######## alu_cmd_sequencer ########
Fig. 1: alu_cmd_sequencer, cells colored by class
Bar = 20 um.
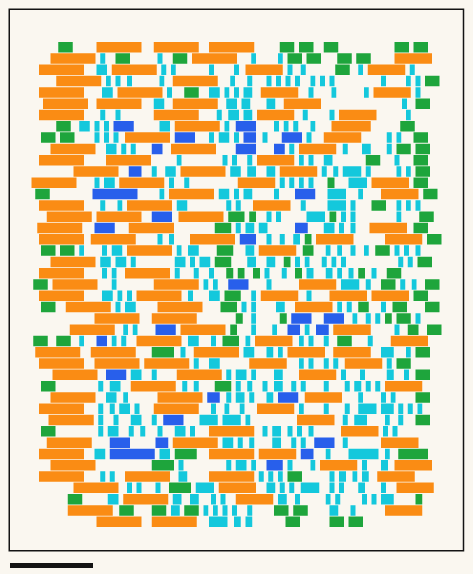

## src/rtl/alu_pkg.sv

```systemverilog
// Shared types and constants for the accumulator ALU command sequencer.
package alu_pkg;

    localparam int unsigned ALU_W = 8;
    localparam int unsigned OP_W  = 3;

    localparam logic [OP_W-1:0] OP_ADD = 3'b000;
    localparam logic [OP_W-1:0] OP_SUB = 3'b001;
    localparam logic [OP_W-1:0] OP_SHL = 3'b010;
    localparam logic [OP_W-1:0] OP_SHR = 3'b011;
    localparam logic [OP_W-1:0] OP_AND = 3'b100;
    localparam logic [OP_W-1:0] OP_OR  = 3'b101;
    localparam logic [OP_W-1:0] OP_XOR = 3'b110;
    localparam logic [OP_W-1:0] OP_NOT = 3'b111;

    // Idle drive: ADD 0 leaves the accumulator unchanged, since the ALU has no enable
    localparam logic             HOLD_RST    = 1'b0;
    localparam logic [OP_W-1:0]  HOLD_OPCODE = OP_ADD;
    localparam logic [ALU_W-1:0] HOLD_INT    = '0;

    typedef enum logic [1:0] {
        StIdle,
        StClear,
        StExec,
        StCapt
    } state_e;

    typedef struct packed {
        logic             start;
        logic [ALU_W-1:0] int1;
        logic [ALU_W-1:0] int2;
        logic [OP_W-1:0]  opcode;
    } cmd_t;

    localparam int unsigned CMD_W = $bits(cmd_t);

endpackage

```

## src/rtl/alu_cmd_fifo.sv

```systemverilog
// Count-based synchronous FIFO holding queued ALU commands; no empty bypass.
module alu_cmd_fifo #(
    parameter int unsigned DEPTH = 4,
    parameter int unsigned WIDTH = 20
) (
    input  logic             clk,
    input  logic             rst_n,
    input  logic             push,
    input  logic [WIDTH-1:0] wdata,
    input  logic             pop,
    output logic [WIDTH-1:0] rdata,
    output logic             full,
    output logic             empty
);

    localparam int unsigned AW = (DEPTH > 1) ? $clog2(DEPTH) : 1;
    localparam logic [AW:0] DEPTH_CNT = (AW + 1)'(DEPTH);

    logic [WIDTH-1:0] mem [DEPTH];
    logic [AW-1:0]    wptr_q, rptr_q;
    logic [AW:0]      count_q;
    logic             do_push, do_pop;

    assign full    = (count_q == DEPTH_CNT);
    assign empty   = (count_q == '0);
    assign do_push = push & ~full;
    assign do_pop  = pop & ~empty;
    assign rdata   = mem[rptr_q];

    // Pointer and occupancy tracking; pointers wrap naturally (power-of-2 depth)
    always_ff @(posedge clk or negedge rst_n) begin
        if (!rst_n) begin
            wptr_q  <= '0;
            rptr_q  <= '0;
            count_q <= '0;
        end else begin
            if (do_push) wptr_q <= wptr_q + AW'(1);
            if (do_pop)  rptr_q <= rptr_q + AW'(1);
            case ({do_push, do_pop})
                2'b10:   count_q <= count_q + (AW + 1)'(1);
                2'b01:   count_q <= count_q - (AW + 1)'(1);
                default: count_q <= count_q;
            endcase
        end
    end

    // Storage array, no reset needed since occupancy gates every read
    always_ff @(posedge clk) begin
        if (do_push) mem[wptr_q] <= wdata;
    end

endmodule

```

## src/rtl/alu_cmd_sequencer.sv

```systemverilog
// Initiator for the 8-bit accumulator ALU: queues commands, inserts the clear
// cycle that starts a chain, and returns tagged results on a backpressured stream.
module alu_cmd_sequencer
    import alu_pkg::*;
#(
    parameter int unsigned FIFO_DEPTH = 4,
    parameter int unsigned TAG_W      = 4
) (
    input  logic             clk,
    input  logic             rst_n,
    input  logic             cmd_valid,
    output logic             cmd_ready,
    input  logic             cmd_start,
    input  logic [ALU_W-1:0] cmd_int1,
    input  logic [ALU_W-1:0] cmd_int2,
    input  logic [OP_W-1:0]  cmd_opcode,
    output logic             alu_rst,
    output logic [ALU_W-1:0] alu_int1,
    output logic [ALU_W-1:0] alu_int2,
    output logic [OP_W-1:0]  alu_opcode,
    input  logic [ALU_W-1:0] alu_out,
    input  logic             alu_status,
    output logic             res_valid,
    input  logic             res_ready,
    output logic [ALU_W-1:0] res_data,
    output logic             res_carry,
    output logic [TAG_W-1:0] res_tag,
    output logic             busy
);

    state_e           state_q, state_d;
    cmd_t             push_cmd, head_cmd;
    logic             fifo_full, fifo_empty, push, pop;
    logic [ALU_W-1:0] cur_int1_q, cur_int2_q;
    logic [OP_W-1:0]  cur_op_q;
    logic             chain_open_q;
    logic             rst_hold_q;
    logic             res_valid_q, res_carry_q;
    logic [ALU_W-1:0] res_data_q;
    logic [TAG_W-1:0] res_tag_q, tag_cnt_q;

    assign push_cmd  = '{start: cmd_start, int1: cmd_int1, int2: cmd_int2, opcode: cmd_opcode};
    assign cmd_ready = ~fifo_full;
    assign push      = cmd_valid & ~fifo_full;

    alu_cmd_fifo #(
        .DEPTH (FIFO_DEPTH),
        .WIDTH (CMD_W)
    ) u_fifo (
        .clk   (clk),
        .rst_n (rst_n),
        .push  (push),
        .wdata (push_cmd),
        .pop   (pop),
        .rdata (head_cmd),
        .full  (fifo_full),
        .empty (fifo_empty)
    );

    // Next state, FIFO pop, and ALU drive decoded from state/cur registers only
    always_comb begin
        state_d    = state_q;
        pop        = 1'b0;
        alu_rst    = HOLD_RST;
        alu_int1   = HOLD_INT;
        alu_int2   = HOLD_INT;
        alu_opcode = HOLD_OPCODE;
        unique case (state_q)
            StIdle: begin
                // Only pop when the result slot will be free by CAPT
                if (!fifo_empty && (!res_valid_q || res_ready)) begin
                    pop     = 1'b1;
                    state_d = (head_cmd.start || !chain_open_q) ? StClear : StExec;
                end
            end
            StClear: begin
                alu_rst = 1'b1;
                state_d = StExec;
            end
            StExec: begin
                alu_int1   = cur_int1_q;
                alu_int2   = cur_int2_q;
                alu_opcode = cur_op_q;
                state_d    = StCapt;
            end
            StCapt: begin
                state_d = StIdle;
            end
            default: begin
                state_d = StIdle;
            end
        endcase
        // Keep the ALU cleared while reset is (or was just) applied
        if (rst_hold_q) alu_rst = 1'b1;
    end

    // State, current command and chain tracking
    always_ff @(posedge clk or negedge rst_n) begin
        if (!rst_n) begin
            state_q      <= StIdle;
            cur_int1_q   <= '0;
            cur_int2_q   <= '0;
            cur_op_q     <= OP_ADD;
            chain_open_q <= 1'b0;
            rst_hold_q   <= 1'b1;
        end else begin
            state_q    <= state_d;
            rst_hold_q <= 1'b0;
            if (pop) begin
                cur_int1_q <= head_cmd.int1;
                cur_int2_q <= head_cmd.int2;
                cur_op_q   <= head_cmd.opcode;
            end
            if (state_q == StExec) chain_open_q <= 1'b1;
        end
    end

    // Result holding register and sequence tag counter
    always_ff @(posedge clk or negedge rst_n) begin
        if (!rst_n) begin
            res_valid_q <= 1'b0;
            res_data_q  <= '0;
            res_carry_q <= 1'b0;
            res_tag_q   <= '0;
            tag_cnt_q   <= '0;
        end else if (state_q == StCapt) begin
            res_valid_q <= 1'b1;
            res_data_q  <= alu_out;
            res_carry_q <= alu_status;
            res_tag_q   <= tag_cnt_q;
            tag_cnt_q   <= tag_cnt_q + TAG_W'(1);
        end else if (res_valid_q && res_ready) begin
            res_valid_q <= 1'b0;
        end
    end

    assign res_valid = res_valid_q;
    assign res_data  = res_data_q;
    assign res_carry = res_carry_q;
    assign res_tag   = res_tag_q;
    assign busy      = (state_q != StIdle) | ~fifo_empty;

endmodule

```

## config.mk

```make
export PLATFORM = sky130hd
export DESIGN_NAME = alu_cmd_sequencer
export DESIGN_NICKNAME = d
export VERILOG_FILES = /design/src/rtl/alu_pkg.sv /design/src/rtl/alu_cmd_fifo.sv /design/src/rtl/alu_cmd_sequencer.sv
export SDC_FILE = /design/constraint.sdc
export NUM_CORES = 1
export LEC_CHECK = 0
export ABC_AREA = 1
export CELL_PAD_IN_SITES_DETAIL_PLACEMENT = 1
export CELL_PAD_IN_SITES_GLOBAL_PLACEMENT = 1
export CORE_AREA = 5 5 104 125
export CTS_BUF_LIST = sky130_fd_sc_hd__clkbuf_4 sky130_fd_sc_hd__clkbuf_8
export DETAILED_ROUTE_END_ITERATION = 16
export DIE_AREA = 0 0 109 130
export GPL_TIMING_DRIVEN = 0
export PLACE_DENSITY_LB_ADDON = 0.12
export SYNTH_ARGS = -nofsm -noshare
export SYNTH_HDL_FRONTEND = slang
export SYNTH_HIERARCHICAL = 1
export SYNTH_SLANG_ARGS = --single-unit
```

## constraint.sdc

```tcl
create_clock -name clk -period 3.6 [get_ports clk]
set_clock_uncertainty 0.1 [all_clocks]
set_input_delay 0.72 -clock clk [delete_from_list [all_inputs] [get_ports clk]]
set_output_delay 0.72 -clock clk [all_outputs]
set_load 0.01 [all_outputs]
```

######## reset_sequencer_flat ########
### src/rtl/reset_sequencer_if.sv
// Control/status bundle of the reset sequencer: lock and software request in,
// per-domain resets and sequencer status out.
interface reset_sequencer_if #(
   parameter int CHANNELS = 3
) ();
   logic                pll_locked;
   logic                sw_reset_req;
   logic [CHANNELS-1:0] chan_resetn;
   logic                all_released;
   logic [7:0]          lock_lost_count;
   logic [1:0]          seq_state;

   modport master (
      input  pll_locked,
      input  sw_reset_req,
      output chan_resetn,
      output all_released,
      output lock_lost_count,
      output seq_state
   );

   modport slave (
      output pll_locked,
      output sw_reset_req,
      input  chan_resetn,
      input  all_released,
      input  lock_lost_count,
      input  seq_state
   );
endinterface

### src/rtl/reset_sequencer.sv
// Clock-health reset sequencer: filters PLL lock, then releases CHANNELS reset
// domains in index order after RELEASE_DELAY cycles, STAGGER cycles apart.
module reset_sequencer #(
   parameter int CHANNELS      = 3,
   parameter int LOCK_WINDOW   = 4,
   parameter int RELEASE_DELAY = 128,
   parameter int STAGGER       = 16
) (
   input logic               clk_core,
   input logic               resetn,
   reset_sequencer_if.master rs
);

   localparam int DW = $clog2(RELEASE_DELAY + 1);
   localparam int SW = $clog2(STAGGER + 1);
   localparam int CW = $clog2(CHANNELS + 1);

   typedef enum logic [1:0] {
      WAIT_LOCK = 2'd0,
      DELAY     = 2'd1,
      RELEASE   = 2'd2,
      RUN       = 2'd3
   } seq_state_e;

   logic [1:0]             sync_q;
   logic [LOCK_WINDOW-1:0] window_q;
   logic                   lock_stable;

   seq_state_e             state_q;
   logic [DW-1:0]          delay_q;
   logic [SW-1:0]          stag_q;
   logic [CW-1:0]          chan_idx_q;
   logic [CHANNELS-1:0]    chan_q;
   logic                   all_q;
   logic [7:0]             lost_q;

   always_ff @(posedge clk_core or negedge resetn) begin
      if (!resetn) begin
         sync_q   <= '0;
         window_q <= '0;
      end else begin
         // NOTE: non-blocking so every flop samples its neighbour's pre-edge value.
         sync_q   <= {sync_q[0], rs.pll_locked};
         window_q <= (window_q << 1) | LOCK_WINDOW'(sync_q[1]);
      end
   end

   // Any single low sample in the window drops stability.
   assign lock_stable = &window_q;

   always_ff @(posedge clk_core or negedge resetn) begin
      if (!resetn) begin
         state_q    <= WAIT_LOCK;
         delay_q    <= '0;
         stag_q     <= '0;
         chan_idx_q <= '0;
         chan_q     <= '0;
         all_q      <= 1'b0;
         lost_q     <= '0;
      end else begin
         case (state_q)
            WAIT_LOCK: begin
               delay_q    <= '0;
               stag_q     <= '0;
               chan_idx_q <= '0;
               if (lock_stable) begin
                  state_q <= DELAY;
               end
            end

            DELAY, RELEASE, RUN: begin
               // Lock loss outranks a software request on the same edge.
               if (!lock_stable) begin
                  state_q    <= WAIT_LOCK;
                  delay_q    <= '0;
                  stag_q     <= '0;
                  chan_idx_q <= '0;
                  chan_q     <= '0;
                  all_q      <= 1'b0;
                  if (lost_q != 8'hFF) begin
                     lost_q <= lost_q + 8'd1;
                  end
               end else if (rs.sw_reset_req) begin
                  state_q    <= DELAY;
                  delay_q    <= '0;
                  stag_q     <= '0;
                  chan_idx_q <= '0;
                  chan_q     <= '0;
                  all_q      <= 1'b0;
               end else if (state_q == DELAY) begin
                  if (delay_q == DW'(RELEASE_DELAY - 1)) begin
                     delay_q    <= '0;
                     stag_q     <= '0;
                     chan_idx_q <= CW'(1);
                     chan_q     <= CHANNELS'(1);
                     if (CHANNELS == 1) begin
                        all_q   <= 1'b1;
                        state_q <= RUN;
                     end else begin
                        state_q <= RELEASE;
                     end
                  end else begin
                     delay_q <= delay_q + 1'b1;
                  end
               end else if (state_q == RELEASE) begin
                  if (stag_q == SW'(STAGGER - 1)) begin
                     stag_q     <= '0;
                     chan_idx_q <= chan_idx_q + 1'b1;
                     chan_q     <= (chan_q << 1) | CHANNELS'(1);
                     if (chan_idx_q == CW'(CHANNELS - 1)) begin
                        all_q   <= 1'b1;
                        state_q <= RUN;
                     end
                  end else begin
                     stag_q <= stag_q + 1'b1;
                  end
               end
            end

            default: state_q <= WAIT_LOCK;
         endcase
      end
   end

   assign rs.chan_resetn     = chan_q;
   assign rs.all_released    = all_q;
   assign rs.lock_lost_count = lost_q;
   assign rs.seq_state       = state_q;

   // Released domains always form a contiguous run from index 0.
   a_thermometer : assert property (@(posedge clk_core) disable iff (!resetn)
      (chan_q & (chan_q + CHANNELS'(1))) == '0);

   a_all_released : assert property (@(posedge clk_core) disable iff (!resetn)
      all_q == (&chan_q));

endmodule

### src/flat_wrapper.sv
// flat-port wrapper written by rule: the top's interface ports become plain ports
module reset_sequencer_flat 
#(
   parameter int CHANNELS      = 3,
   parameter int LOCK_WINDOW   = 4,
   parameter int RELEASE_DELAY = 128,
   parameter int STAGGER       = 16
)
  (clk_core, resetn, rs_pll_locked, rs_sw_reset_req, rs_chan_resetn, rs_all_released, rs_lock_lost_count, rs_seq_state);
  reset_sequencer_if #(.CHANNELS(CHANNELS)) rs_i ();
  input logic clk_core;
  input logic resetn;
  input wire logic [$bits(rs_i.pll_locked)-1:0] rs_pll_locked;
  input wire logic [$bits(rs_i.sw_reset_req)-1:0] rs_sw_reset_req;
  output wire logic [$bits(rs_i.chan_resetn)-1:0] rs_chan_resetn;
  output wire logic [$bits(rs_i.all_released)-1:0] rs_all_released;
  output wire logic [$bits(rs_i.lock_lost_count)-1:0] rs_lock_lost_count;
  output wire logic [$bits(rs_i.seq_state)-1:0] rs_seq_state;
  assign rs_i.pll_locked = rs_pll_locked;
  assign rs_i.sw_reset_req = rs_sw_reset_req;
  assign rs_chan_resetn = rs_i.chan_resetn;
  assign rs_all_released = rs_i.all_released;
  assign rs_lock_lost_count = rs_i.lock_lost_count;
  assign rs_seq_state = rs_i.seq_state;
  reset_sequencer #(.CHANNELS(CHANNELS), .LOCK_WINDOW(LOCK_WINDOW), .RELEASE_DELAY(RELEASE_DELAY), .STAGGER(STAGGER)) u_core (.clk_core(clk_core), .resetn(resetn), .rs(rs_i));
endmodule
### config.mk
export PLATFORM = sky130hd
export DESIGN_NAME = reset_sequencer_flat
export DESIGN_NICKNAME = d
export VERILOG_FILES = /design/src/rtl/reset_sequencer_if.sv /design/src/rtl/reset_sequencer.sv /design/src/flat_wrapper.sv
export SDC_FILE = /design/constraint.sdc
export NUM_CORES = 1
export LEC_CHECK = 0
export CORE_MARGIN = 4
export CORE_UTILIZATION = 35
export DETAILED_ROUTE_END_ITERATION = 6
export DONT_BUFFER_PORTS = 1
export GPL_ROUTABILITY_DRIVEN = 0
export HOLD_SLACK_MARGIN = 0.1
export PLACE_DENSITY_LB_ADDON = 0.15
export SYNTH_ARGS = -nofsm -noshare
export SYNTH_HDL_FRONTEND = slang
export SYNTH_SLANG_ARGS = --single-unit
### constraint.sdc
create_clock -name clk_core -period 2.1 [get_ports clk_core]
set_input_delay 0.63 -clock clk_core [delete_from_list [all_inputs] [get_ports clk_core]]
set_output_delay 0.63 -clock clk_core [all_outputs]
set_load 0.005 [all_outputs]
######## pipelined_add_sub_flat ########
===== src/rtl/pipelined_add_sub_if.sv =====
// Operand/result handshake bundle for the pipelined adder/subtractor.
// Master drives operands and out_ready; slave returns the result.
interface pipelined_add_sub_if #(
    parameter int N = 32
);
    logic         in_valid;
    logic         in_ready;
    logic [N-1:0] a;
    logic [N-1:0] b;
    logic         carry_in;
    logic         op_sub;
    logic         sat_en;
    logic         out_valid;
    logic         out_ready;
    logic [N-1:0] c;
    logic         carry_out;
    logic         overflow;
    logic         zero;

    modport master (
        output in_valid, a, b, carry_in, op_sub, sat_en, out_ready,
        input  in_ready, out_valid, c, carry_out, overflow, zero
    );

    modport slave (
        input  in_valid, a, b, carry_in, op_sub, sat_en, out_ready,
        output in_ready, out_valid, c, carry_out, overflow, zero
    );
endinterface


===== src/rtl/pipelined_add_sub.sv =====
// Pipelined fixed-point add/sub: each stage resolves N/STAGES bits of
// the carry chain; saturation and zero are resolved after the last stage.
module pipelined_add_sub #(
    parameter int N      = 32,
    parameter int STAGES = 4
) (
    input  logic                clk,
    input  logic                rst_n,
    pipelined_add_sub_if.slave  io
);
    localparam int W = N / STAGES;

    logic         advance;
    logic [N-1:0] b_eff;
    logic         cin_eff;

    // Inputs seen by each stage's slice adder
    logic [N-1:0] st_a   [STAGES];
    logic [N-1:0] st_b   [STAGES];
    logic [N-1:0] st_s   [STAGES];
    logic         st_c   [STAGES];
    logic         st_sat [STAGES];
    logic         st_v   [STAGES];

    // Slice adder results, captured on advance
    logic [W:0]   sl_sum [STAGES];
    logic [N-1:0] nx_s   [STAGES];
    logic         nx_c   [STAGES];

    // Stage registers
    logic [N-1:0] a_q   [STAGES];
    logic [N-1:0] b_q   [STAGES];
    logic [N-1:0] s_q   [STAGES];
    logic         c_q   [STAGES];
    logic         sat_q [STAGES];
    logic         v_q   [STAGES];

    logic [N-1:0] sum;
    logic         a_sign;
    logic         ovf;
    logic [N-1:0] sat_val;
    logic [N-1:0] c_res;

    // Global stall: everything shifts when the output slot can drain
    assign advance     = !v_q[STAGES-1] || io.out_ready;
    assign io.in_ready = advance;

    // Subtract folds into add: a + ~b + ~borrow
    assign b_eff   = io.op_sub ? ~io.b : io.b;
    assign cin_eff = io.op_sub ? ~io.carry_in : io.carry_in;

    // Stage 0 takes the ports; later stages take the previous registers
    always_comb begin
        st_a[0]   = io.a;
        st_b[0]   = b_eff;
        st_s[0]   = '0;
        st_c[0]   = cin_eff;
        st_sat[0] = io.sat_en;
        st_v[0]   = io.in_valid;
        for (int k = 1; k < STAGES; k++) begin
            st_a[k]   = a_q[k-1];
            st_b[k]   = b_q[k-1];
            st_s[k]   = s_q[k-1];
            st_c[k]   = c_q[k-1];
            st_sat[k] = sat_q[k-1];
            st_v[k]   = v_q[k-1];
        end
    end

    // Each stage adds its own W-bit slice with the carry from below
    always_comb begin
        for (int k = 0; k < STAGES; k++) begin
            sl_sum[k] = {1'b0, st_a[k][k*W +: W]}
                      + {1'b0, st_b[k][k*W +: W]}
                      + {{W{1'b0}}, st_c[k]};
            nx_s[k] = st_s[k];
            nx_s[k][k*W +: W] = sl_sum[k][W-1:0];
            nx_c[k] = sl_sum[k][W];
        end
    end

    // Pipeline registers; valid bits travel with the data
    always_ff @(posedge clk or negedge rst_n) begin
        if (!rst_n) begin
            for (int k = 0; k < STAGES; k++) begin
                a_q[k]   <= '0;
                b_q[k]   <= '0;
                s_q[k]   <= '0;
                c_q[k]   <= 1'b0;
                sat_q[k] <= 1'b0;
                v_q[k]   <= 1'b0;
            end
        end else if (advance) begin
            for (int k = 0; k < STAGES; k++) begin
                a_q[k]   <= st_a[k];
                b_q[k]   <= st_b[k];
                s_q[k]   <= nx_s[k];
                c_q[k]   <= nx_c[k];
                sat_q[k] <= st_sat[k];
                v_q[k]   <= st_v[k];
            end
        end
    end

    // Overflow and clamping from the final stage registers
    assign sum     = s_q[STAGES-1];
    assign a_sign  = a_q[STAGES-1][N-1];
    assign ovf     = (a_sign == b_q[STAGES-1][N-1]) && (sum[N-1] != a_sign);
    assign sat_val = a_sign ? {1'b1, {(N-1){1'b0}}} : {1'b0, {(N-1){1'b1}}};
    assign c_res   = (sat_q[STAGES-1] && ovf) ? sat_val : sum;

    assign io.c         = c_res;
    assign io.carry_out = c_q[STAGES-1];
    assign io.overflow  = ovf;
    assign io.zero      = v_q[STAGES-1] && (c_res == '0);
    assign io.out_valid = v_q[STAGES-1];
endmodule


===== src/flat_wrapper.sv =====
// flat-port wrapper written by rule: the top's interface ports become plain ports
module pipelined_add_sub_flat 
#(
    parameter int N      = 32,
    parameter int STAGES = 4
)
  (clk, rst_n, io_in_valid, io_a, io_b, io_carry_in, io_op_sub, io_sat_en, io_out_ready, io_in_ready, io_out_valid, io_c, io_carry_out, io_overflow, io_zero);
  pipelined_add_sub_if #(.N(N)) io_i ();
  input  logic clk;
  input  logic rst_n;
  input wire logic [$bits(io_i.in_valid)-1:0] io_in_valid;
  input wire logic [$bits(io_i.a)-1:0] io_a;
  input wire logic [$bits(io_i.b)-1:0] io_b;
  input wire logic [$bits(io_i.carry_in)-1:0] io_carry_in;
  input wire logic [$bits(io_i.op_sub)-1:0] io_op_sub;
  input wire logic [$bits(io_i.sat_en)-1:0] io_sat_en;
  input wire logic [$bits(io_i.out_ready)-1:0] io_out_ready;
  output wire logic [$bits(io_i.in_ready)-1:0] io_in_ready;
  output wire logic [$bits(io_i.out_valid)-1:0] io_out_valid;
  output wire logic [$bits(io_i.c)-1:0] io_c;
  output wire logic [$bits(io_i.carry_out)-1:0] io_carry_out;
  output wire logic [$bits(io_i.overflow)-1:0] io_overflow;
  output wire logic [$bits(io_i.zero)-1:0] io_zero;
  assign io_i.in_valid = io_in_valid;
  assign io_i.a = io_a;
  assign io_i.b = io_b;
  assign io_i.carry_in = io_carry_in;
  assign io_i.op_sub = io_op_sub;
  assign io_i.sat_en = io_sat_en;
  assign io_i.out_ready = io_out_ready;
  assign io_in_ready = io_i.in_ready;
  assign io_out_valid = io_i.out_valid;
  assign io_c = io_i.c;
  assign io_carry_out = io_i.carry_out;
  assign io_overflow = io_i.overflow;
  assign io_zero = io_i.zero;
  pipelined_add_sub #(.N(N), .STAGES(STAGES)) u_core (.clk(clk), .rst_n(rst_n), .io(io_i));
endmodule

===== config.mk =====
export PLATFORM = sky130hd
export DESIGN_NAME = pipelined_add_sub_flat
export DESIGN_NICKNAME = d
export VERILOG_FILES = /design/src/rtl/pipelined_add_sub_if.sv /design/src/rtl/pipelined_add_sub.sv /design/src/flat_wrapper.sv
export SDC_FILE = /design/constraint.sdc
export NUM_CORES = 1
export LEC_CHECK = 0
export ABC_CLOCK_PERIOD_IN_PS = 4200
export CAP_MARGIN = 20
export CORE_UTILIZATION = 60
export CTS_CLUSTER_SIZE = 30
export DETAILED_ROUTE_END_ITERATION = 6
export HOLD_SLACK_MARGIN = 0.06
export PLACE_DENSITY = 0.95
export SYNTH_ARGS = -nofsm -noshare
export SYNTH_HDL_FRONTEND = slang
export SYNTH_SLANG_ARGS = --single-unit

===== constraint.sdc =====
create_clock -name clk -period 4.2 [get_ports clk]
set_input_delay 0.42 -clock clk [delete_from_list [all_inputs] [get_ports clk]]
set_output_delay 0.42 -clock clk [all_outputs]
set_load 0.01 [all_outputs]

######## fetch_unit ########
## config.mk

```make
export PLATFORM = sky130hd
export DESIGN_NAME = fetch_unit
export DESIGN_NICKNAME = d
export VERILOG_FILES = /design/src/rtl/fetch_unit.sv
export SDC_FILE = /design/constraint.sdc
export NUM_CORES = 1
export LEC_CHECK = 0
export ABC_AREA = 1
export CORE_MARGIN = 4
export CORE_UTILIZATION = 47
export CTS_CLUSTER_DIAMETER = 100
export DETAILED_ROUTE_END_ITERATION = 8
export PLACE_DENSITY = 0.84
export SYNTH_ARGS = -nofsm -noshare
export SYNTH_HDL_FRONTEND = slang
export SYNTH_SLANG_ARGS = --single-unit
```

## constraint.sdc

```tcl
create_clock -name clk -period 2 [get_ports clk]
set_clock_uncertainty 0.2 [all_clocks]
set_input_delay 0.3 -clock clk [delete_from_list [all_inputs] [get_ports clk]]
set_output_delay 0.3 -clock clk [all_outputs]
set_load 0.1 [all_outputs]
```

## src/rtl/fetch_unit.sv

```systemverilog
// Instruction fetch stage: owns the PC, issues one imem read at a time and
// holds the returned word for decode; applies execute redirects and flags misaligned targets.
module fetch_unit #(
    parameter logic [31:0] RESET_PC = 32'h0000_0000
) (
    input  logic        clk,
    input  logic        rst_n,
    output logic        imem_req,
    output logic [31:0] imem_addr,
    input  logic        imem_ready,
    input  logic        imem_rvalid,
    input  logic [31:0] imem_rdata,
    input  logic        redirect,
    input  logic [31:0] redirect_pc,
    output logic        instr_valid,
    input  logic        instr_ready,
    output logic [31:0] instr,
    output logic [31:0] instr_pc,
    output logic        fetch_fault
);

    typedef enum logic [2:0] {
        S_START,
        S_REQ,
        S_WAIT,
        S_HOLD,
        S_FAULT
    } state_t;

    state_t      r_state, w_state_nxt;
    logic [31:0] r_pc, w_pc_nxt;
    logic        r_squash, w_squash_nxt;
    logic [31:0] r_instr, w_instr_nxt;
    logic [31:0] r_instr_pc, w_instr_pc_nxt;
    logic        r_valid, w_valid_nxt;
    logic        r_fault, w_fault_nxt;

    logic        w_redir_ok;
    logic        w_redir_bad;

    assign w_redir_ok  = redirect && (redirect_pc[1:0] == 2'b00);
    assign w_redir_bad = redirect && (redirect_pc[1:0] != 2'b00);

    always_comb begin
        // NOTE: every next-state value starts as its current value so no path leaves it unassigned (no latches).
        w_state_nxt    = r_state;
        w_pc_nxt       = r_pc;
        w_squash_nxt   = r_squash;
        w_instr_nxt    = r_instr;
        w_instr_pc_nxt = r_instr_pc;
        w_valid_nxt    = r_valid;
        w_fault_nxt    = r_fault;

        case (r_state)
            S_START: begin
                w_state_nxt = S_REQ;
                if (w_redir_ok) w_pc_nxt = redirect_pc;
            end
            S_REQ: begin
                if (w_redir_ok) begin
                    w_pc_nxt = redirect_pc;
                    // A request accepted alongside a redirect fetches the old PC; drop its data.
                    if (imem_ready) begin
                        w_squash_nxt = 1'b1;
                        w_state_nxt  = S_WAIT;
                    end
                end else if (imem_ready) begin
                    w_state_nxt = S_WAIT;
                end
            end
            S_WAIT: begin
                if (w_redir_ok) begin
                    w_pc_nxt = redirect_pc;
                    if (imem_rvalid) begin
                        w_squash_nxt = 1'b0;
                        w_state_nxt  = S_REQ;
                    end else begin
                        w_squash_nxt = 1'b1;
                    end
                end else if (imem_rvalid) begin
                    if (r_squash) begin
                        w_squash_nxt = 1'b0;
                        w_state_nxt  = S_REQ;
                    end else begin
                        w_instr_nxt    = imem_rdata;
                        w_instr_pc_nxt = r_pc;
                        w_pc_nxt       = r_pc + 32'd4;
                        w_valid_nxt    = 1'b1;
                        w_state_nxt    = S_HOLD;
                    end
                end
            end
            S_HOLD: begin
                if (w_redir_ok) begin
                    w_pc_nxt    = redirect_pc;
                    w_valid_nxt = 1'b0;
                    w_state_nxt = S_REQ;
                end else if (instr_ready) begin
                    w_valid_nxt = 1'b0;
                    w_state_nxt = S_REQ;
                end
            end
            S_FAULT: begin
                w_valid_nxt = 1'b0;
                w_fault_nxt = 1'b1;
            end
            default: w_state_nxt = S_START;
        endcase

        // Misaligned target overrides everything: freeze the PC and park in FAULT until reset.
        if (w_redir_bad && (r_state != S_FAULT)) begin
            w_state_nxt    = S_FAULT;
            w_pc_nxt       = r_pc;
            w_instr_nxt    = r_instr;
            w_instr_pc_nxt = r_instr_pc;
            w_valid_nxt    = 1'b0;
            w_fault_nxt    = 1'b1;
        end
    end

    // NOTE: sequential state uses non-blocking assignments so all registers update together at the edge.
    always_ff @(posedge clk or negedge rst_n) begin
        if (!rst_n) begin
            r_state    <= S_START;
            r_pc       <= RESET_PC;
            r_squash   <= 1'b0;
            r_instr    <= 32'h0;
            r_instr_pc <= 32'h0;
            r_valid    <= 1'b0;
            r_fault    <= 1'b0;
        end else begin
            r_state    <= w_state_nxt;
            r_pc       <= w_pc_nxt;
            r_squash   <= w_squash_nxt;
            r_instr    <= w_instr_nxt;
            r_instr_pc <= w_instr_pc_nxt;
            r_valid    <= w_valid_nxt;
            r_fault    <= w_fault_nxt;
        end
    end

    assign imem_req    = (r_state == S_REQ);
    assign imem_addr   = r_pc;
    assign instr_valid = r_valid;
    assign instr       = r_instr;
    assign instr_pc    = r_instr_pc;
    assign fetch_fault = r_fault;

endmodule
```


==> layout pictures side by side <==
Clock distribution.
image #1
Bar = 20 um.
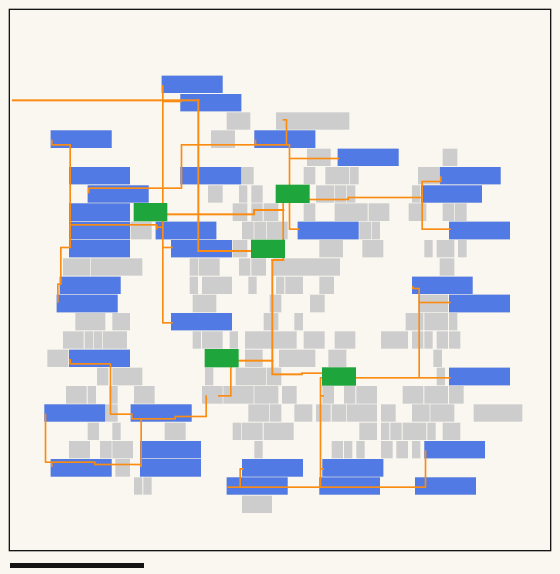
image #2
Bar = 50 um.
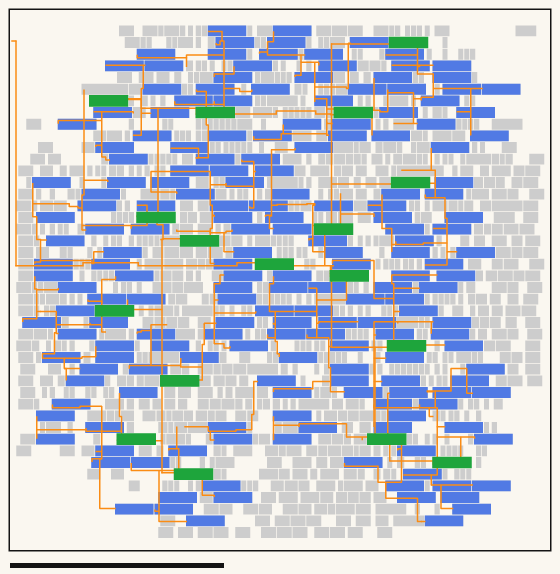
image #3
Bar = 20 um.
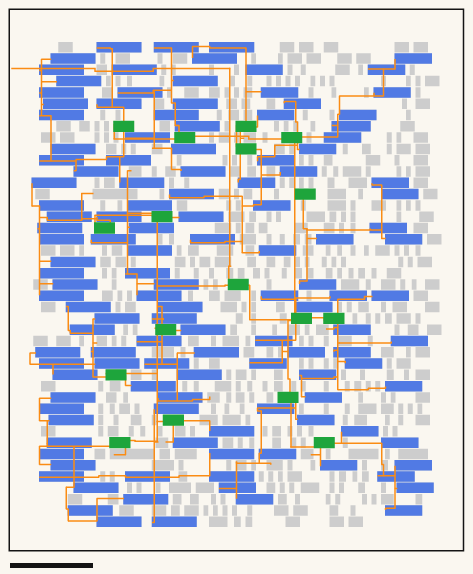
image #4
Bar = 20 um.
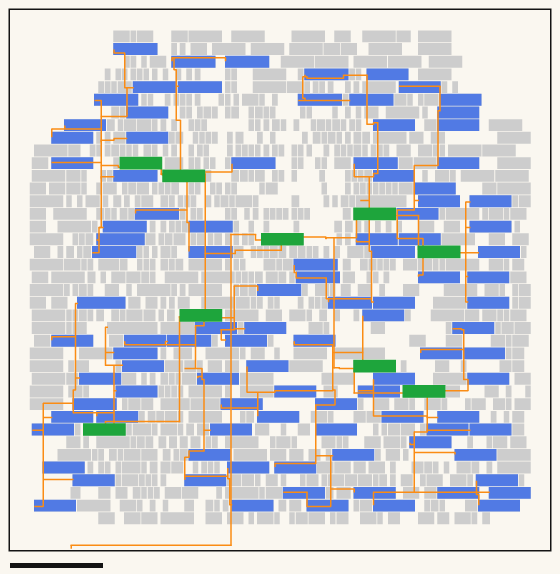
Image #1 comes from reset_sequencer_flat.
Image #4 comes from fetch_unit.
Image #3 comes from alu_cmd_sequencer.
Image #2 comes from pipelined_add_sub_flat.

Fig. 2: alu_cmd_sequencer, signal wires by layer
Two of the layers only.
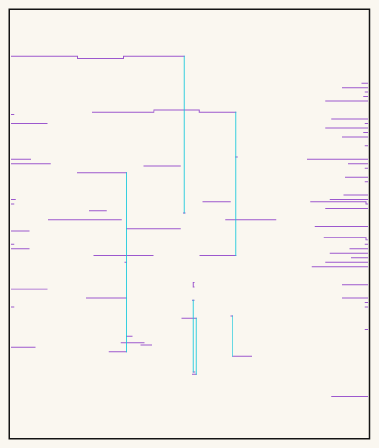
- cyan: M4 (wire length 197 um)
- purple: M3 (wire length 574 um)

About Fig. 1:
- blue: clock drivers and dummy loads (cells 32)
- cyan: remaining logic cells (cells 377)
- orange: sequential cells (cells 128)
- green: remaining buffers and delay cells (cells 98)

==> out/qor.csv, alu_cmd_sequencer <==
metric;value;unit
status;finished clean;
ys_sh_adder;3.05;%
ys_sh_mux;0;%
busiest_layer;met2;
ys_top_logic_family;simple AND/OR/NAND/NOR gates;
setup_tns;0;ns
drt_pass1_iterations;4;
fp_util;48.2;%
nFillCells;1247;
drc;0;
top_area_share;43.1;%
slew_headroom;57.5;%
drt-met1-wl;5.49;mm
nonClockInverterCount;88;
clockPowerShare;21.2;%
yosysUniqueCellTypes;22;
## alu_cmd_sequencer: synth_stat cells
library cell	count
nand2_1	188
inv_1	83
edfxtp_1	80
dfrtp_1	47
o211ai_1	40
nand4_1	20
buf_2	14
ha_1	12
nand3_1	10
buf_6	8
nor2_1	6
inv_2	5
buf_4	3
o21ai_0	3
xor2_1	3
or2_2	2
conb_1	1
dfstp_2	1
fa_1	1
nand2_2	1
o21bai_1	1
xnor2_1	1
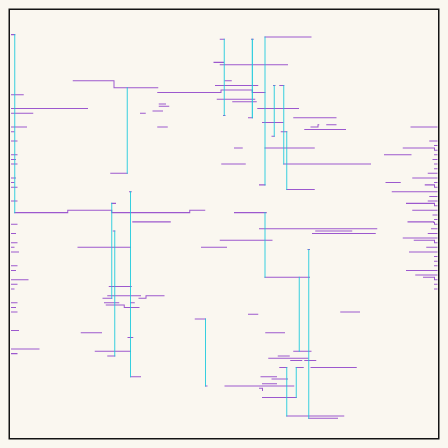
Fig. 3. Signal wires by layer (pipelined_add_sub_flat).
Two of the layers only.
- purple: M3 (wire length 882 um)
- cyan: M4 (wire length 474 um)

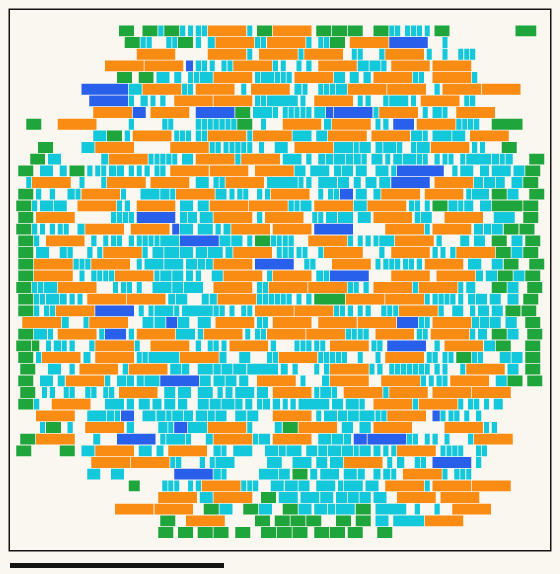
Fig. 4. Cells colored by class (pipelined_add_sub_flat).
Bar = 50 um.
- green: remaining buffers and delay cells (cells 111)
- cyan: remaining logic cells (cells 765)
- blue: clock drivers and dummy loads (cells 32)
- orange: sequential cells (cells 190)

==> out/qor.csv, pipelined_add_sub_flat <==
metric;value;unit
logic_area;0.00416;mm^2
simple_gate_share;23.9;%
cts_tree;yes;
regArea;0.00475;mm^2
clkbuf_count;20;
port_buffers;107;
nMultiInputCombCells;760;
highest_layer;met4;
dp.cells;1250;
fmax;307;MHz
wl_met3;882;um
finalNonFillerCells;1282;
fin_crit_sh;77.5;%
ys.warnings.count;0;
syn-num-nets;1116;
syn_area_per_cell;9.13;um^2
cts_setup_buffers;0;
fp_util;62.4;%
drt_iter0_markers;654;
timing.rr.start;u_core.c_q[1]$_DFFE_PN0P_;
yosysCellCount;1009;
yosysMostFrequentCell;nand2_1;
antenna_found_initial;0;
die_x;126;um
nonClockInverterCount;5;
drc;0;
slew_headroom;33.3;%
clockRootBuffer;clkbuf_16;
r2r_cells;6;
seq_cell_count;190;
clk_pin_slew;0.07;ns
clock_area_share;5.48;%
ys_sh_mux;0.761;%
grt_use_met1;36.5;%
tool_warnings;30;
ctsHoldBuffers;0;
yosysSeqAreaShare;51.6;%
crit_end;io_c[15];
dr_wl_met2;9.77;mm
total_power;8.51;mW
synthTopCellsByCount;447 x nand2_1, 190 x dfrtp_1, 48 x o21ai_0;
crit_fanout;33;
area_growth;18.4;%
hpwl;12.5;mm
vias_per_cell;5.64;
vias;7233;
power.density;780;mW/mm^2
sh_comb_area;38.2;%
clock_latency;0.44;ns
netlist_instances;1009;
drive_above_1_share;4.28;%
sh_seq_area;43.6;%
cts_buffers;17;
cts_sinks;190;
r2r_slack;1.72;ns
status;finished clean;
arrival;2.84;ns
nFillCells;994;
final_area;0.0109;mm^2
core;0.0148;mm^2
largest_class;registers;
==> pipelined_add_sub_flat: power by group <==
group	internal, mW	switching (mW)	leakage (nW)
Combinational	1.69	1.94	2.78
Clock	0.928	0.703	0.297
Sequential	2.65	0.597	2.29
==> pipelined_add_sub_flat: state kept, by name, indices dropped and copies added, names as in the netlist <==
name / flops
u_core.a_q: 49
u_core.b_q: 49
u_core.nx_s: 48
u_core.sum: 32
u_core.sat_q: 4
u_core.c_q: 3
u_core.st_v: 3
u_core.io.carry_out: 1
u_core.io.out_valid: 1
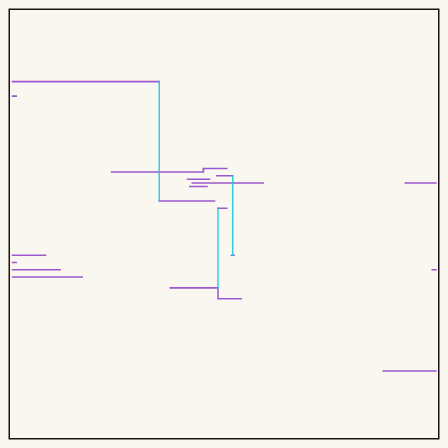
Fig. 5. Signal wires by layer (reset_sequencer_flat).
Two of the layers only.
- cyan: M4 (wire length 52.4 um)
- purple: M3 (wire length 147 um)

==> out/qor.csv, reset_sequencer_flat <==
metric;value;unit
highest_layer;met4;
vdd_drop_max;0.467;mV
fin_crit_sh;93.6;%
yosysChipArea;0.00184;mm^2
cp-startpoint;u_core.rs.seq_state[0]$_DFFE_PN0P_;
tool_warnings;29;
pg_clk;0.608;mW
drt_iter0_markers;100;
largest_class;multi-input combinational cells;
sh_seq_area;42.2;%
grt_use_met1;17.8;%
clockPowerShare;27.6;%
pre_cts_ws;0.147;ns
cellInternalPower;1.41;mW
whs;0.164;ns
chipArea;0.00647;mm^2
r2r-end;u_core.rs.seq_state[0]$_DFFE_PN0P_;
drv_cap;0;
clockRootBuffer;clkbuf_8;
slew_violations;0;
cts_buffer_depth;2;
async_flop_share;100;%
htreeDepth;2;
regArea;876;um^2
most-common-layout-cells;35 x dfrtp_1, 16 x nor2_1, 11 x a21oi_1, 10 x nand3_1, 9 x nand2_1;
cp-end-kind;flip-flop;
logic_area;905;um^2
dp.cells;241;
vias_per_cell;5.42;
wl_per_cell;15.3;um
routed_wl;3.82;mm
total_power;2.20;mW
grt_use_met2;22.1;%
cts_sinks;35;
worst_pin_slew;0.449;ns
top_level_ports;18;
ctsResizeCount;0;
row_count;26;
syn-num-nets;181;
busiest_layer;met2;
layout_top_cell;dfrtp_1;
yosysSeqAreaShare;47.7;%
cp_slowest_stage_delay;0.41;ns
cp.buffers_inverters;1;
r2r_slack;0.13;ns
status;finished clean;
yosysCellCount;169;
nonClkBufAreaFrac;3.13;%
crit_end;u_core.rs.seq_state[0]$_DFFE_PN0P_;
gr-total-overflow;0;
numSynthFlops;35;
yosysMostFrequentCell;dfrtp_1;
cts_tree;yes;
crit_type;reg -> reg;
clock_latency;0.29;ns
slowest_stage;dfrtp_1;
setup_ws;0.133;ns
clock_skew;0.00709;ns
grt_first_pass_wirelength;6.88;mm
area_growth;13.0;%
drc;0;
fin_nets;191;
syn_area_per_cell;10.9;um^2
clk_pin_slew;0.08;ns
grtUsageTotal;13.7;%
ys.flop_type;dfrtp_1;
[reset_sequencer_flat: cell families (layout without fill, tap and decap cells)]
group | after synthesis | count (layout) | synth area share, %
buf+inv | 12 | 23 | 3.07
xor+xnor | 11 | 11 | 5.25
flops | 35 | 35 | 47.7
compound gates | 34 | 34 | 14.9
mux | 4 | 4 | 2.25
simple gates | 65 | 65 | 21.5
fa+ha+maj | 8 | 8 | 5.45
[reset_sequencer_flat: what timing repair did]
item | 4_1_cts | 5_1_grt
hold buffers | 1 | 0
hold endpoints to repair | 35 | 0
endpoints found under the setup margin | 0 | 0
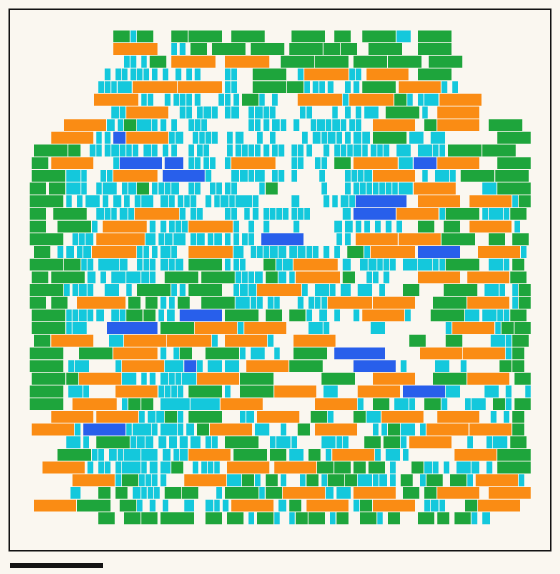
Fig. 6. Cells colored by class (fetch_unit).
Bar = 20 um.
- cyan: remaining logic cells (cells 593)
- blue: clock drivers and dummy loads (cells 16)
- green: remaining buffers and delay cells (cells 199)
- orange: sequential cells (cells 102)

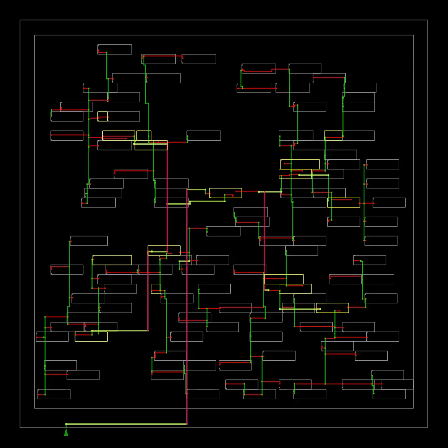
Fig. 7. Clock routing (fetch_unit).
Seq cells: 102
worst-skew pair later-pin latency: 0.35 ns

==> out/qor.csv, fetch_unit <==
metric;value;unit
cp-end-kind;flip-flop;
start_kind;flip-flop;
simple_gate_share;29.6;%
tool_warnings;26;
hold_path_class;in -> async;
fin_crit_sh;94.2;%
cp.buffers_inverters;1;
worst_pin_slew;0.429;ns
finalNonFillerCells;1053;
yosys.area_share.aoi;12.8;%
combPwrFrac;56.9;%
grt_use_met1;31.2;%
final_area;0.00852;mm^2
comb_power;7.17;mW
port_buffers;168;
timing.rr.start;imem_addr[3]$_DFFE_PN0P_;
vias;5278;
yosysSeqAreaShare;46.7;%
highest_layer;met4;
cts_tree;yes;
chipArea;0.0134;mm^2
htreeDepth;3;
grt_max_degree;69;
fp_util;47.8;%
hold_violations;0;
setup_tns;0;ns
met3_usage;5.22;%
busiest_layer;met2;
nonClockInverterCount;86;
clockPowerShare;16.3;%
crit_fanout;5;
ys_sh_adder;0.229;%
top_level_ports;169;
drv_cap;0;
ys_sh_xor;0.962;%
slowest_stage;dfrtp_4;
row_count;39;
nMultiInputCombCells;507;
status;finished clean;
ys_sh_mux;0;%
cp-startpoint;imem_addr[3]$_DFFE_PN0P_;
ys_top_logic_family;simple AND/OR/NAND/NOR gates;
die_x;116;um
setup_ws;0.116;ns
## fetch_unit: how the worst min path moves through the flow
stage                      from                 endpoint  depth (start not counted)
after floorplan           rst_n  fetch_fault$_DFFE_PN0N_                          0
after global placement    rst_n  fetch_fault$_DFFE_PN0N_                          1
after detailed placement  rst_n  fetch_fault$_DFFE_PN0N_                          1
after CTS                 rst_n  fetch_fault$_DFFE_PN0N_                          2
after global routing      rst_n  fetch_fault$_DFFE_PN0N_                          2
final                     rst_n  fetch_fault$_DFFE_PN0N_                          2


==> layout pictures side by side <==
Floorplan with the power grid.
Pins as bars on the die edge.
(a)
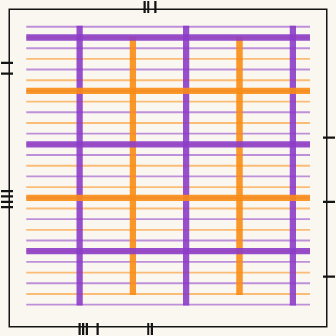
(b)
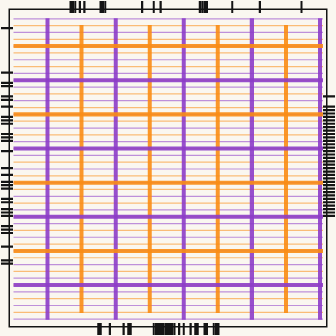
(c)
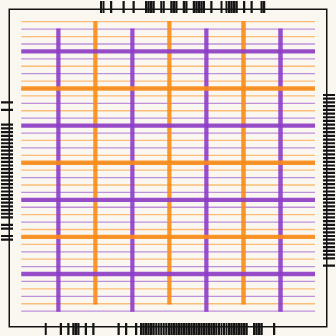
(d)
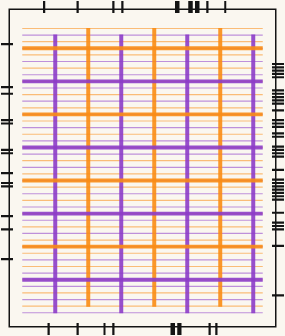
(a) -> reset_sequencer_flat
(c) -> fetch_unit
(b) -> pipelined_add_sub_flat
(d) -> alu_cmd_sequencer
The one with the smallest die is (a).
The one with the fewest pins is (a).

Power is estimated from default activity; no workload was simulated.
